# ---- rgb_ycbcr_source ----
rgb_ycbcr_source/gate_families.png
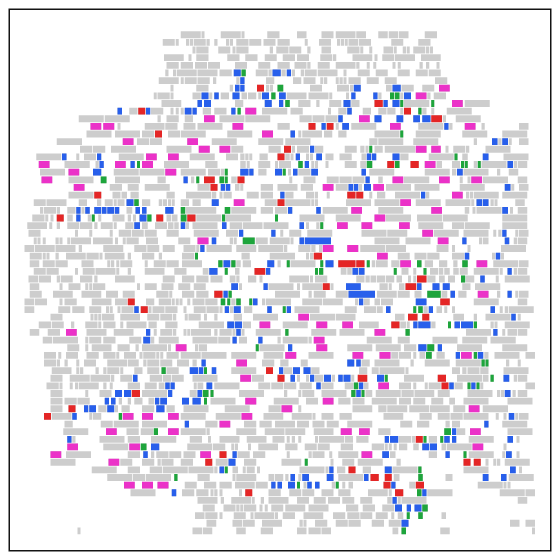

`src/rtl/rgb_ycbcr_pkg.sv`:
```
// Shared constants, coefficient sets and helpers for the RGB888 -> YCbCr (BT.601 full-range) converter.
package rgb_ycbcr_pkg;

    localparam int unsigned PIX_W    = 8;
    localparam int unsigned COEF_W   = 9;
    localparam int unsigned PROD_W   = 17;
    localparam int unsigned SUM_W    = 19;
    localparam int unsigned FRAC_DEF = 8;

    localparam int ROUND      = 128;
    localparam int CHROMA_OFS = 128;

    typedef struct packed {
        logic [PIX_W-1:0] r;
        logic [PIX_W-1:0] g;
        logic [PIX_W-1:0] b;
    } rgb_t;

    typedef struct packed {
        logic signed [COEF_W-1:0] cr;
        logic signed [COEF_W-1:0] cg;
        logic signed [COEF_W-1:0] cb;
    } coef3_t;

    localparam coef3_t COEF_Y  = '{cr: 9'sd77,   cg: 9'sd150,  cb: 9'sd29};
    localparam coef3_t COEF_CB = '{cr: -9'sd43,  cg: -9'sd85,  cb: 9'sd128};
    localparam coef3_t COEF_CR = '{cr: 9'sd128,  cg: -9'sd107, cb: -9'sd21};

    // Saturate a signed intermediate to the unsigned 8-bit pixel range.
    function automatic logic [PIX_W-1:0] clamp_u8(input logic signed [SUM_W-1:0] v);
        if (v < 0)
            return '0;
        else if (v > 255)
            return 8'd255;
        else
            return PIX_W'(v);
    endfunction

endpackage

```
`src/rtl/ycbcr_mac3.sv`:
```
// One output channel: 3 products (S1), sum + round (S2), shift/offset/clamp (S3 output register).
module ycbcr_mac3
    import rgb_ycbcr_pkg::*;
#(
    parameter coef3_t      COEF = COEF_Y,
    parameter int          OFS  = 0,
    parameter int unsigned FRAC = FRAC_DEF
) (
    input  logic             clk,
    input  logic             rst,
    input  logic             en1,
    input  logic             en2,
    input  logic             en3,
    input  rgb_t             pix,
    output logic [PIX_W-1:0] q
);

    logic signed [PROD_W-1:0] p_r, p_g, p_b;
    logic signed [SUM_W-1:0]  sum;
    logic signed [SUM_W-1:0]  sum_c;
    logic signed [SUM_W-1:0]  shifted_c;
    logic signed [SUM_W-1:0]  scaled_c;

    always_comb begin
        sum_c     = SUM_W'(p_r) + SUM_W'(p_g) + SUM_W'(p_b) + SUM_W'(ROUND);
        shifted_c = sum >>> FRAC;
        scaled_c  = shifted_c + SUM_W'(OFS);
    end

    // Each stage loads only when its incoming valid is set, otherwise holds.
    always_ff @(posedge clk or posedge rst) begin
        if (rst) begin
            p_r <= '0;
            p_g <= '0;
            p_b <= '0;
            sum <= '0;
            q   <= '0;
        end else begin
            if (en1) begin
                p_r <= PROD_W'(COEF.cr) * PROD_W'($signed({1'b0, pix.r}));
                p_g <= PROD_W'(COEF.cg) * PROD_W'($signed({1'b0, pix.g}));
                p_b <= PROD_W'(COEF.cb) * PROD_W'($signed({1'b0, pix.b}));
            end
            if (en2)
                sum <= sum_c;
            if (en3)
                q <= clamp_u8(scaled_c);
        end
    end

endmodule

```
`src/rtl/rgb_ycbcr_source.sv`:
```
// Pipelined RGB888 -> YCbCr source, 3-cycle latency, 1 pixel/cycle.
// Define RGB_YCBCR_POS_EN to enable line/frame position tagging on eol/eof.
module rgb_ycbcr_source
    import rgb_ycbcr_pkg::*;
#(
    parameter int unsigned IMG_WIDTH  = 640,
    parameter int unsigned IMG_HEIGHT = 480,
    parameter int unsigned FRAC       = FRAC_DEF
) (
    input  logic             clk,
    input  logic             rst,
    input  logic             valid_in,
    input  logic [PIX_W-1:0] R,
    input  logic [PIX_W-1:0] G,
    input  logic [PIX_W-1:0] B,
    output logic             valid_out,
    output logic [PIX_W-1:0] Y,
    output logic [PIX_W-1:0] Cb,
    output logic [PIX_W-1:0] Cr,
    output logic             eol,
    output logic             eof
);

    if (IMG_WIDTH == 0 || IMG_HEIGHT == 0) begin : g_bad_cfg
        $error("rgb_ycbcr_source: image dimensions must be non-zero");
    end

    logic v1, v2;
    rgb_t pix;

    assign pix = '{r: R, g: G, b: B};

    always_ff @(posedge clk or posedge rst) begin
        if (rst) begin
            v1        <= 1'b0;
            v2        <= 1'b0;
            valid_out <= 1'b0;
        end else begin
            v1        <= valid_in;
            v2        <= v1;
            valid_out <= v2;
        end
    end

    ycbcr_mac3 #(.COEF(COEF_Y),  .OFS(0),          .FRAC(FRAC)) u_y (
        .clk(clk), .rst(rst), .en1(valid_in), .en2(v1), .en3(v2), .pix(pix), .q(Y)
    );

    ycbcr_mac3 #(.COEF(COEF_CB), .OFS(CHROMA_OFS), .FRAC(FRAC)) u_cb (
        .clk(clk), .rst(rst), .en1(valid_in), .en2(v1), .en3(v2), .pix(pix), .q(Cb)
    );

    ycbcr_mac3 #(.COEF(COEF_CR), .OFS(CHROMA_OFS), .FRAC(FRAC)) u_cr (
        .clk(clk), .rst(rst), .en1(valid_in), .en2(v1), .en3(v2), .pix(pix), .q(Cr)
    );

`ifdef RGB_YCBCR_POS_EN
    localparam int unsigned XW = (IMG_WIDTH  > 1) ? $clog2(IMG_WIDTH)  : 1;
    localparam int unsigned YW = (IMG_HEIGHT > 1) ? $clog2(IMG_HEIGHT) : 1;

    logic [XW-1:0] x;
    logic [YW-1:0] y;
    logic          line_end_c, frame_end_c;
    logic          eol1, eof1, eol2, eof2;

    always_comb begin
        line_end_c  = (x == XW'(IMG_WIDTH - 1));
        frame_end_c = line_end_c && (y == YW'(IMG_HEIGHT - 1));
    end

    // Position flags are captured with the pixel at S1 and ride along with the data.
    always_ff @(posedge clk or posedge rst) begin
        if (rst) begin
            x    <= '0;
            y    <= '0;
            eol1 <= 1'b0;
            eof1 <= 1'b0;
            eol2 <= 1'b0;
            eof2 <= 1'b0;
            eol  <= 1'b0;
            eof  <= 1'b0;
        end else begin
            if (valid_in) begin
                eol1 <= line_end_c;
                eof1 <= frame_end_c;
                if (line_end_c) begin
                    x <= '0;
                    y <= frame_end_c ? '0 : y + YW'(1);
                end else begin
                    x <= x + XW'(1);
                end
            end
            if (v1) begin
                eol2 <= eol1;
                eof2 <= eof1;
            end
            eol <= v2 & eol2;
            eof <= v2 & eof2;
        end
    end
`else
    assign eol = 1'b0;
    assign eof = 1'b0;
`endif

endmodule
```
`config.mk`:
```
export PLATFORM = sky130hd
export DESIGN_NAME = rgb_ycbcr_source
export DESIGN_NICKNAME = d
export VERILOG_FILES = /design/src/rtl/rgb_ycbcr_pkg.sv /design/src/rtl/ycbcr_mac3.sv /design/src/rtl/rgb_ycbcr_source.sv
export SDC_FILE = /design/constraint.sdc
export NUM_CORES = 1
export LEC_CHECK = 0
export CORE_MARGIN = 5
export CORE_UTILIZATION = 50
export DETAILED_ROUTE_END_ITERATION = 8
export PLACE_DENSITY = 0.63
export RECOVER_POWER = 25
export SYNTH_ARGS = -nofsm -noshare
export SYNTH_HDL_FRONTEND = slang
export SYNTH_SLANG_ARGS = --single-unit
```
`constraint.sdc`:
```
create_clock -name clk -period 6.56 [get_ports clk]
set_input_delay 0.656 -clock clk [delete_from_list [all_inputs] [get_ports clk]]
set_output_delay 0.656 -clock clk [all_outputs]
set_load 0.005 [all_outputs]
```
# ---- wbm_ctrl_flat ----
$ cat src/rtl/wb_pkg.sv
// Shared Wishbone definitions: default widths, master FSM states and the
// termination priority encoding used by master- and slave-side blocks.
package wb_pkg;

  localparam int unsigned WB_ADDR_W = 32;
  localparam int unsigned WB_DATA_W = 32;

  typedef enum logic [1:0] {
    ST_IDLE    = 2'd0,
    ST_BUS     = 2'd1,
    ST_BACKOFF = 2'd2
  } wbm_state_e;

  // Ordered by increasing priority so a larger code always wins.
  typedef enum logic [1:0] {
    TERM_NONE = 2'd0,
    TERM_RTY  = 2'd1,
    TERM_ACK  = 2'd2,
    TERM_ERR  = 2'd3
  } wb_term_e;

  function automatic wb_term_e wb_term_decode(input logic err, input logic ack, input logic rty);
    if (err)      return TERM_ERR;
    else if (ack) return TERM_ACK;
    else if (rty) return TERM_RTY;
    else          return TERM_NONE;
  endfunction

endpackage

$ cat src/rtl/wbm_ctrl_if.sv
// Core request/response handshake plus the Wishbone classic master bus,
// bundled so the master and its testbench or interconnect share one view.
interface wbm_ctrl_if #(
  parameter int unsigned ADDR_W = wb_pkg::WB_ADDR_W,
  parameter int unsigned DATA_W = wb_pkg::WB_DATA_W
) ();

  localparam int unsigned SEL_W = DATA_W / 8;

  logic              req_valid_i;
  logic              req_ready_o;
  logic              req_we_i;
  logic [ADDR_W-1:0] req_addr_i;
  logic [DATA_W-1:0] req_dat_i;
  logic [SEL_W-1:0]  req_sel_i;
  logic              rsp_valid_o;
  logic [DATA_W-1:0] rsp_dat_o;
  logic              rsp_err_o;
  logic              rsp_timeout_o;
  logic              wbm_cyc_o;
  logic              wbm_stb_o;
  logic              wbm_we_o;
  logic [ADDR_W-1:0] wbm_addr_o;
  logic [DATA_W-1:0] wbm_dat_o;
  logic [SEL_W-1:0]  wbm_sel_o;
  logic [DATA_W-1:0] wbm_dat_i;
  logic              wbm_ack_i;
  logic              wbm_err_i;
  logic              wbm_rty_i;

  modport master (
    input  req_valid_i, req_we_i, req_addr_i, req_dat_i, req_sel_i,
    input  wbm_dat_i, wbm_ack_i, wbm_err_i, wbm_rty_i,
    output req_ready_o, rsp_valid_o, rsp_dat_o, rsp_err_o, rsp_timeout_o,
    output wbm_cyc_o, wbm_stb_o, wbm_we_o, wbm_addr_o, wbm_dat_o, wbm_sel_o
  );

  modport slave (
    output req_valid_i, req_we_i, req_addr_i, req_dat_i, req_sel_i,
    output wbm_dat_i, wbm_ack_i, wbm_err_i, wbm_rty_i,
    input  req_ready_o, rsp_valid_o, rsp_dat_o, rsp_err_o, rsp_timeout_o,
    input  wbm_cyc_o, wbm_stb_o, wbm_we_o, wbm_addr_o, wbm_dat_o, wbm_sel_o
  );

endinterface

$ cat src/rtl/wbm_timeout_cnt.sv
// Loadable down-counter with a zero flag; LIMIT = 0 disables it so the flag
// never asserts. A load followed by LIMIT decrement cycles raises zero_o.
module wbm_timeout_cnt #(
  parameter int unsigned LIMIT = 255
) (
  input  logic clk_i,
  input  logic rst_i,
  input  logic load_i,
  input  logic dec_i,
  output logic zero_o
);

  localparam int unsigned CNT_W = (LIMIT > 2) ? $clog2(LIMIT) : 1;
  // Loading LIMIT-1 makes the flag rise in the LIMIT-th counted cycle.
  localparam logic [CNT_W-1:0] LOAD_VAL = (LIMIT == 0) ? '0 : CNT_W'(LIMIT - 1);

  logic [CNT_W-1:0] cnt_q;

  // NOTE: state updates use non-blocking assignments so every flop samples pre-edge values.
  always_ff @(posedge clk_i or negedge rst_i) begin
    if (!rst_i) begin
      cnt_q <= '0;
    end else if (load_i) begin
      cnt_q <= LOAD_VAL;
    end else if (dec_i && (cnt_q != '0)) begin
      cnt_q <= cnt_q - CNT_W'(1);
    end
  end

  assign zero_o = (LIMIT != 0) && (cnt_q == '0);

endmodule

$ cat src/rtl/wbm_ctrl.sv
// Wishbone B4 classic single-transfer master: one request at a time, bounded
// RTY retry with a one-cycle backoff, watchdog abort, one-cycle response strobe.
module wbm_ctrl
  import wb_pkg::*;
#(
  parameter int unsigned ADDR_W    = WB_ADDR_W,
  parameter int unsigned DATA_W    = WB_DATA_W,
  parameter int unsigned TIMEOUT   = 255,
  parameter int unsigned MAX_RETRY = 3
) (
  input  logic       clk_i,
  input  logic       rst_i,
  wbm_ctrl_if.master bus
);

  localparam int unsigned SEL_W = DATA_W / 8;
  localparam int unsigned RTY_W = (MAX_RETRY > 0) ? $clog2(MAX_RETRY + 1) : 1;
  localparam logic [RTY_W-1:0] RTY_LIMIT = RTY_W'(MAX_RETRY);

  wbm_state_e       state_q, state_d;
  wb_term_e         term;
  logic [RTY_W-1:0] retry_q;
  logic             expired;
  logic             accept, restart, retry, done_ok, done_err, done_to;

  logic              cyc_q, we_q;
  logic [ADDR_W-1:0] addr_q;
  logic [DATA_W-1:0] wdat_q, rdat_q;
  logic [SEL_W-1:0]  sel_q;
  logic              rsp_valid_q, rsp_err_q, rsp_to_q;

  assign term = wb_term_decode(bus.wbm_err_i, bus.wbm_ack_i, bus.wbm_rty_i);

  wbm_timeout_cnt #(
    .LIMIT (TIMEOUT)
  ) u_watchdog (
    .clk_i  (clk_i),
    .rst_i  (rst_i),
    .load_i (accept || restart),
    .dec_i  (state_q == ST_BUS),
    .zero_o (expired)
  );

  always_ff @(posedge clk_i or negedge rst_i) begin
    if (!rst_i) state_q <= ST_IDLE;
    else        state_q <= state_d;
  end

  always_comb begin
    // NOTE: every output of this block gets a default first, so no path can infer a latch.
    state_d  = state_q;
    accept   = 1'b0;
    restart  = 1'b0;
    retry    = 1'b0;
    done_ok  = 1'b0;
    done_err = 1'b0;
    done_to  = 1'b0;
    case (state_q)
      ST_IDLE: begin
        if (bus.req_valid_i) begin
          accept  = 1'b1;
          state_d = ST_BUS;
        end
      end
      ST_BUS: begin
        case (term)
          TERM_ERR: done_err = 1'b1;
          TERM_ACK: done_ok  = 1'b1;
          TERM_RTY: begin
            if (retry_q < RTY_LIMIT) retry    = 1'b1;
            else                     done_err = 1'b1;
          end
          default:  done_to = expired;
        endcase
        if (retry)                             state_d = ST_BACKOFF;
        else if (done_ok || done_err || done_to) state_d = ST_IDLE;
      end
      ST_BACKOFF: begin
        restart = 1'b1;
        state_d = ST_BUS;
      end
      default: state_d = ST_IDLE;
    endcase
  end

  // NOTE: datapath registers are reset as well, so the bus shows zeros straight out of reset.
  always_ff @(posedge clk_i or negedge rst_i) begin
    if (!rst_i) begin
      cyc_q       <= 1'b0;
      we_q        <= 1'b0;
      addr_q      <= '0;
      wdat_q      <= '0;
      sel_q       <= '0;
      rdat_q      <= '0;
      retry_q     <= '0;
      rsp_valid_q <= 1'b0;
      rsp_err_q   <= 1'b0;
      rsp_to_q    <= 1'b0;
    end else begin
      rsp_valid_q <= done_ok || done_err || done_to;
      rsp_err_q   <= done_err || done_to;
      rsp_to_q    <= done_to;
      if (accept) begin
        cyc_q   <= 1'b1;
        we_q    <= bus.req_we_i;
        addr_q  <= bus.req_addr_i;
        wdat_q  <= bus.req_dat_i;
        sel_q   <= bus.req_sel_i;
        retry_q <= '0;
      end else if (restart) begin
        cyc_q <= 1'b1;
      end else if (retry || done_ok || done_err || done_to) begin
        cyc_q <= 1'b0;
      end
      if (retry) retry_q <= retry_q + RTY_W'(1);
      // Read data is only captured on a clean ACK; writes and errors keep the old value.
      if (done_ok && !we_q) rdat_q <= bus.wbm_dat_i;
    end
  end

  assign bus.req_ready_o   = (state_q == ST_IDLE);
  assign bus.rsp_valid_o   = rsp_valid_q;
  assign bus.rsp_dat_o     = rdat_q;
  assign bus.rsp_err_o     = rsp_err_q;
  assign bus.rsp_timeout_o = rsp_to_q;
  assign bus.wbm_cyc_o     = cyc_q;
  assign bus.wbm_stb_o     = cyc_q;
  assign bus.wbm_we_o      = we_q;
  assign bus.wbm_addr_o    = addr_q;
  assign bus.wbm_dat_o     = wdat_q;
  assign bus.wbm_sel_o     = sel_q;

endmodule
$ cat src/flat_wrapper.sv
// flat-port wrapper written by rule: the top's interface ports become plain ports
module wbm_ctrl_flat import wb_pkg::*;
#(
  parameter int unsigned ADDR_W    = WB_ADDR_W,
  parameter int unsigned DATA_W    = WB_DATA_W,
  parameter int unsigned TIMEOUT   = 255,
  parameter int unsigned MAX_RETRY = 3
)
  (clk_i, rst_i, bus_req_valid_i, bus_req_we_i, bus_req_addr_i, bus_req_dat_i, bus_req_sel_i, bus_wbm_dat_i, bus_wbm_ack_i, bus_wbm_err_i, bus_wbm_rty_i, bus_req_ready_o, bus_rsp_valid_o, bus_rsp_dat_o, bus_rsp_err_o, bus_rsp_timeout_o, bus_wbm_cyc_o, bus_wbm_stb_o, bus_wbm_we_o, bus_wbm_addr_o, bus_wbm_dat_o, bus_wbm_sel_o);
  wbm_ctrl_if #(.ADDR_W(ADDR_W), .DATA_W(DATA_W)) bus_i ();
  input  logic clk_i;
  input  logic rst_i;
  input wire logic [$bits(bus_i.req_valid_i)-1:0] bus_req_valid_i;
  input wire logic [$bits(bus_i.req_we_i)-1:0] bus_req_we_i;
  input wire logic [$bits(bus_i.req_addr_i)-1:0] bus_req_addr_i;
  input wire logic [$bits(bus_i.req_dat_i)-1:0] bus_req_dat_i;
  input wire logic [$bits(bus_i.req_sel_i)-1:0] bus_req_sel_i;
  input wire logic [$bits(bus_i.wbm_dat_i)-1:0] bus_wbm_dat_i;
  input wire logic [$bits(bus_i.wbm_ack_i)-1:0] bus_wbm_ack_i;
  input wire logic [$bits(bus_i.wbm_err_i)-1:0] bus_wbm_err_i;
  input wire logic [$bits(bus_i.wbm_rty_i)-1:0] bus_wbm_rty_i;
  output wire logic [$bits(bus_i.req_ready_o)-1:0] bus_req_ready_o;
  output wire logic [$bits(bus_i.rsp_valid_o)-1:0] bus_rsp_valid_o;
  output wire logic [$bits(bus_i.rsp_dat_o)-1:0] bus_rsp_dat_o;
  output wire logic [$bits(bus_i.rsp_err_o)-1:0] bus_rsp_err_o;
  output wire logic [$bits(bus_i.rsp_timeout_o)-1:0] bus_rsp_timeout_o;
  output wire logic [$bits(bus_i.wbm_cyc_o)-1:0] bus_wbm_cyc_o;
  output wire logic [$bits(bus_i.wbm_stb_o)-1:0] bus_wbm_stb_o;
  output wire logic [$bits(bus_i.wbm_we_o)-1:0] bus_wbm_we_o;
  output wire logic [$bits(bus_i.wbm_addr_o)-1:0] bus_wbm_addr_o;
  output wire logic [$bits(bus_i.wbm_dat_o)-1:0] bus_wbm_dat_o;
  output wire logic [$bits(bus_i.wbm_sel_o)-1:0] bus_wbm_sel_o;
  assign bus_i.req_valid_i = bus_req_valid_i;
  assign bus_i.req_we_i = bus_req_we_i;
  assign bus_i.req_addr_i = bus_req_addr_i;
  assign bus_i.req_dat_i = bus_req_dat_i;
  assign bus_i.req_sel_i = bus_req_sel_i;
  assign bus_i.wbm_dat_i = bus_wbm_dat_i;
  assign bus_i.wbm_ack_i = bus_wbm_ack_i;
  assign bus_i.wbm_err_i = bus_wbm_err_i;
  assign bus_i.wbm_rty_i = bus_wbm_rty_i;
  assign bus_req_ready_o = bus_i.req_ready_o;
  assign bus_rsp_valid_o = bus_i.rsp_valid_o;
  assign bus_rsp_dat_o = bus_i.rsp_dat_o;
  assign bus_rsp_err_o = bus_i.rsp_err_o;
  assign bus_rsp_timeout_o = bus_i.rsp_timeout_o;
  assign bus_wbm_cyc_o = bus_i.wbm_cyc_o;
  assign bus_wbm_stb_o = bus_i.wbm_stb_o;
  assign bus_wbm_we_o = bus_i.wbm_we_o;
  assign bus_wbm_addr_o = bus_i.wbm_addr_o;
  assign bus_wbm_dat_o = bus_i.wbm_dat_o;
  assign bus_wbm_sel_o = bus_i.wbm_sel_o;
  wbm_ctrl #(.ADDR_W(ADDR_W), .DATA_W(DATA_W), .TIMEOUT(TIMEOUT), .MAX_RETRY(MAX_RETRY)) u_core (.clk_i(clk_i), .rst_i(rst_i), .bus(bus_i));
endmodule
$ cat config.mk
export PLATFORM = sky130hd
export DESIGN_NAME = wbm_ctrl_flat
export DESIGN_NICKNAME = d
export VERILOG_FILES = /design/src/rtl/wb_pkg.sv /design/src/rtl/wbm_ctrl_if.sv /design/src/rtl/wbm_timeout_cnt.sv /design/src/rtl/wbm_ctrl.sv /design/src/flat_wrapper.sv
export SDC_FILE = /design/constraint.sdc
export NUM_CORES = 1
export LEC_CHECK = 0
export CAP_MARGIN = 20
export CORE_MARGIN = 8
export CORE_UTILIZATION = 42
export CTS_CLUSTER_SIZE = 25
export DETAILED_ROUTE_END_ITERATION = 10
export PLACE_DENSITY = 0.89
export SLEW_MARGIN = 30
export SYNTH_ARGS = -nofsm -noshare
export SYNTH_HDL_FRONTEND = slang
export SYNTH_HIERARCHICAL = 1
export SYNTH_SLANG_ARGS = --single-unit
$ cat constraint.sdc
create_clock -name clk_i -period 2.4 [get_ports clk_i]
set_clock_uncertainty 0.1 [all_clocks]
set_input_delay 0.48 -clock clk_i [delete_from_list [all_inputs] [get_ports clk_i]]
set_output_delay 0.48 -clock clk_i [all_outputs]
set_load 0.02 [all_outputs]
rgb_ycbcr_source/registers.png
Bar = 50 um.
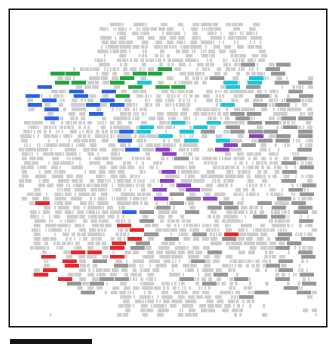
legend:
  purple:
    netlist_name: u_y.p_g
    placed_flops: 12
    where: center
  cyan:
    netlist_name: u_y.p_r
    placed_flops: 15
  blue:
    netlist_name: u_cb.p_g
    placed_flops: 17
  green:
    netlist_name: u_cb.p_r
    placed_flops: 13
  red:
    netlist_name: u_cr.p_g
    placed_flops: 16
    where: south-west
not colored: 98

rgb_ycbcr_source/final_congestion.png
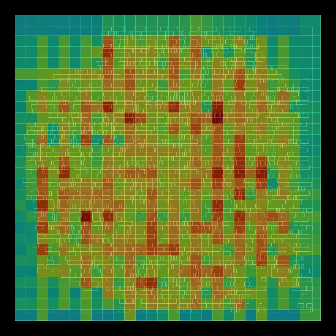
Most Crowded Layer GR: met2
met2 Track Usage GR: 31.5%
Total GRT Usage: 19.3%
met3 Resource Use GR: 3.06%

Notes on rgb_ycbcr_source/gate_families.png above:
legend:
  red:
    family: AND-OR and OR-AND gates
    cells: 56
    most_used: a21o_1
  green:
    family: NAND gates
    cells: 100
    most_used: nand2_1
  magenta:
    family: multiplexers
    cells: 91
    most_used: mux2_2
  blue:
    family: inverting AOI/OAI gates
    cells: 235
    most_used: a21oi_1
    where: spread over the die

==> flow_metrics.tcl, rgb_ycbcr_source <==
# yosys + openroad results
set metrics [dict create \
    yosys-stat-area_mm2 0.0166 \
    status "finished with violations" \
    register_area_mm2 0.00428 \
    synth-seq-cells 171 \
    failed_checks "max-capacitance violations, max-slew violations" \
    tritoncts "built" \
    antenna_left 0 \
    largest_cell_class "multi-input combinational cells" \
    comb_area_share_pct 61.7 \
    cp_num_cells 6 \
    largest_area_cell "ha_1" \
    maxCapViolations 3 \
    drt_iter0_markers 410 \
    slew_viol_final 138 \
    simple_gate_area_share_pct 7.78 \
    core_area_mm2 0.0327 \
    drt-met1-wl_um 16800 \
]
==> rgb_ycbcr_source: where the power goes <==
group | switching (mW) | internal, mW | leakage [nW]
registers | 0.318 | 1.49 | 2.00
clock network | 0.454 | 0.570 | 0.289
logic | 3.38 | 3.01 | 6.80
total | 4.16 | 5.08 | 9.09
==> rgb_ycbcr_source: Yosys cell counts (4+ instances only) <==
library cell	number
o31ai_1	15
a211o_1	8
nand4_1	7
a211oi_1	8
nand3_1	28
or2_2	14
or3_1	10
o21bai_1	20
fa_1	91
o211ai_1	9
nor2b_1	7
o21a_1	11
o22ai_1	17
and2_1	4
xor2_1	9
nor4_1	4
inv_1	268
a21o_1	23
nor2_1	97
a31oi_1	8
a21boi_0	5
clkbuf_1	27
xnor2_1	78
dfrtp_1	171
o21ai_0	44
nand2_1	58
ha_1	347
nor3_1	30
a21oi_1	86
mux2_2	90
buf_1	4
==> rgb_ycbcr_source: logic make-up (layout without fill, tap and decap cells) <==
group           after synthesis  in the layout
buf+inv                     303            357
simple gates                276            276
flops                       171            171
compound gates              291            291
other cells                   1              2
xor+xnor                     87             87
fa+ha+maj                   439            439
mux                          91             91
wbm_ctrl_flat/gate_families.png
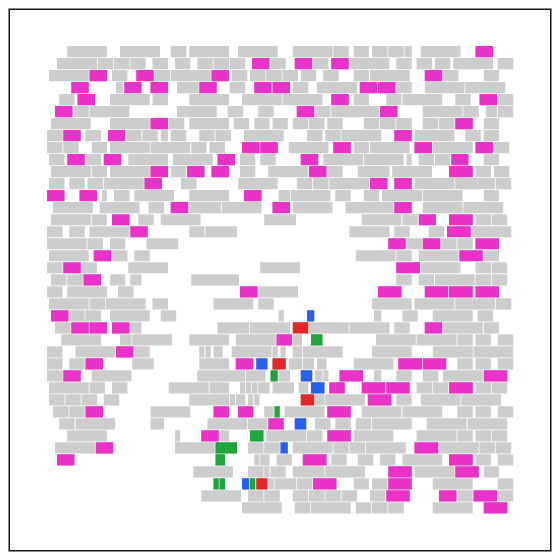
legend:
  blue:
    family: inverting AOI/OAI gates
    cells: 7
  magenta:
    family: multiplexers
    cells: 108
    most_used: mux2_2
    where: spread over the die
  red:
    family: AND-OR and OR-AND gates
    cells: 4
    most_used: a211o_1
  green:
    family: NAND gates
    cells: 9
    most_used: nand2_1
    where: south

wbm_ctrl_flat/met4.png
Bar = 20 um.
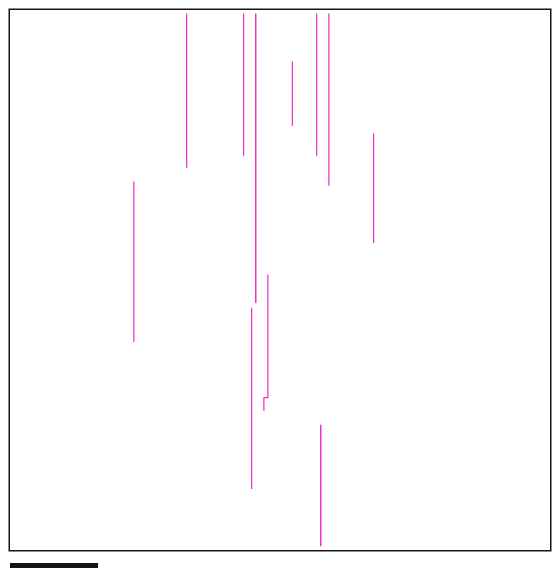
share of all routed wire: 2.8%
wire length on this layer: 377 um
main direction: vertical
nets with wire on the layer: 10

==> flow_metrics.tcl, wbm_ctrl_flat <==
# yosys + openroad results
set metrics [dict create \
    io_pins 214 \
    arrival_ps 1660 \
    die_area_mm2 0.0150 \
    synthCells 295 \
    num_vias 3328 \
    whs_endpoint "u_core/retry_q[0]$_DFFE_PN0P_" \
    drc 0 \
    power_leader "sequential cells" \
    yosys-stat-area_mm2 0.00475 \
    edf_count 0 \
    finalCritPeriodShare_pct 93.5 \
    yosysUniqueCellTypes 36 \
    worst_pin_slew_ps 595 \
    syn_to_final_growth_pct 63.2 \
    cts_hold_buf 1 \
    status "finished clean" \
    largest_area_cell "dfrtp_1" \
    fill_cells 776 \
    core_area_mm2 0.0112 \
    routed_wl_um 13300 \
    reg2reg_to "u_core/u_watchdog/cnt_q[0]$_DFFE_PN0P_" \
    syn_area_per_cell_um2 16.1 \
]
[wbm_ctrl_flat: routing by layer]
metal	part of all wire (%)	vias to the layer above	track usage, %
li1	-	1508	-
met1	36	1641	19.0
met2	50	156	30.0
met3	10	23	8.37
met4	2.8	0	8.53
met5	0	-	0
[wbm_ctrl_flat: final cells by class]
class / count / area (um^2) / share of cell area, %
sequential: 117 / 2930 / 37.8
clock buffer: 21 / 460 / 5.94
clock inverter: 10 / 154 / 1.99
antenna: 1 / 2.50 / 0.0323
inverter: 5 / 18.8 / 0.242
multi-input combinational: 160 / 1690 / 21.8
timing repair buffer: 226 / 2320 / 29.9
tap: 143 / 179 / 2.31
[wbm_ctrl_flat: critical path, cell delays in order, from the launching register on]
cell and delay (ps):
dfrtp_1 460, nor2_1 150, clkdlybuf4s50_1 650
[wbm_ctrl_flat: cells by family after synthesis]
group                    after synthesis  synth area share [%]
multiplexers                         108                  27.9
flip-flops                           117                  61.7
AND/OR/NAND/NOR                       38                  5.04
adder cells (fa/ha/maj)                3                 0.791
buffers and inverters                 18                  2.90
AND-OR/OR-AND                         11                  1.71

## Gallery

Wiring by layer.
Only two layers are drawn.
(a)
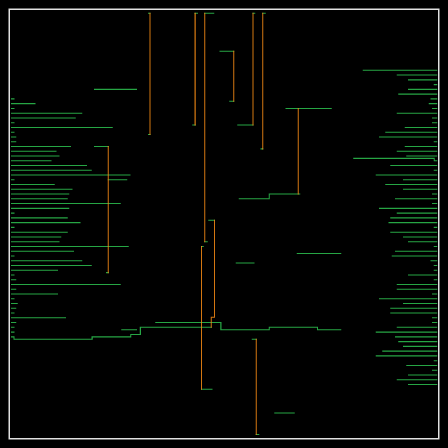
(b)
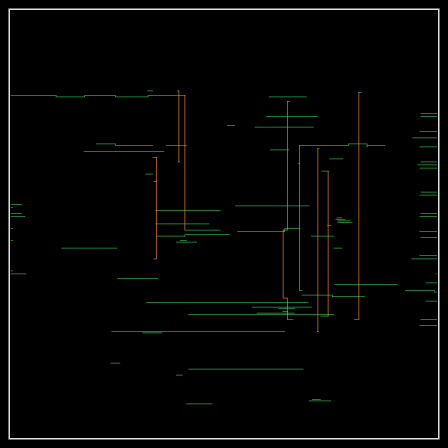
- wbm_ctrl_flat = (a)
- rgb_ycbcr_source = (b)
Of these, most wire: (b)

Key to (b):
legend:
  orange:
    layer: met4
    wire_length: 555 um
  green:
    layer: met3
    wire_length: 1160 um


Power is estimated from default activity; no workload was simulated.
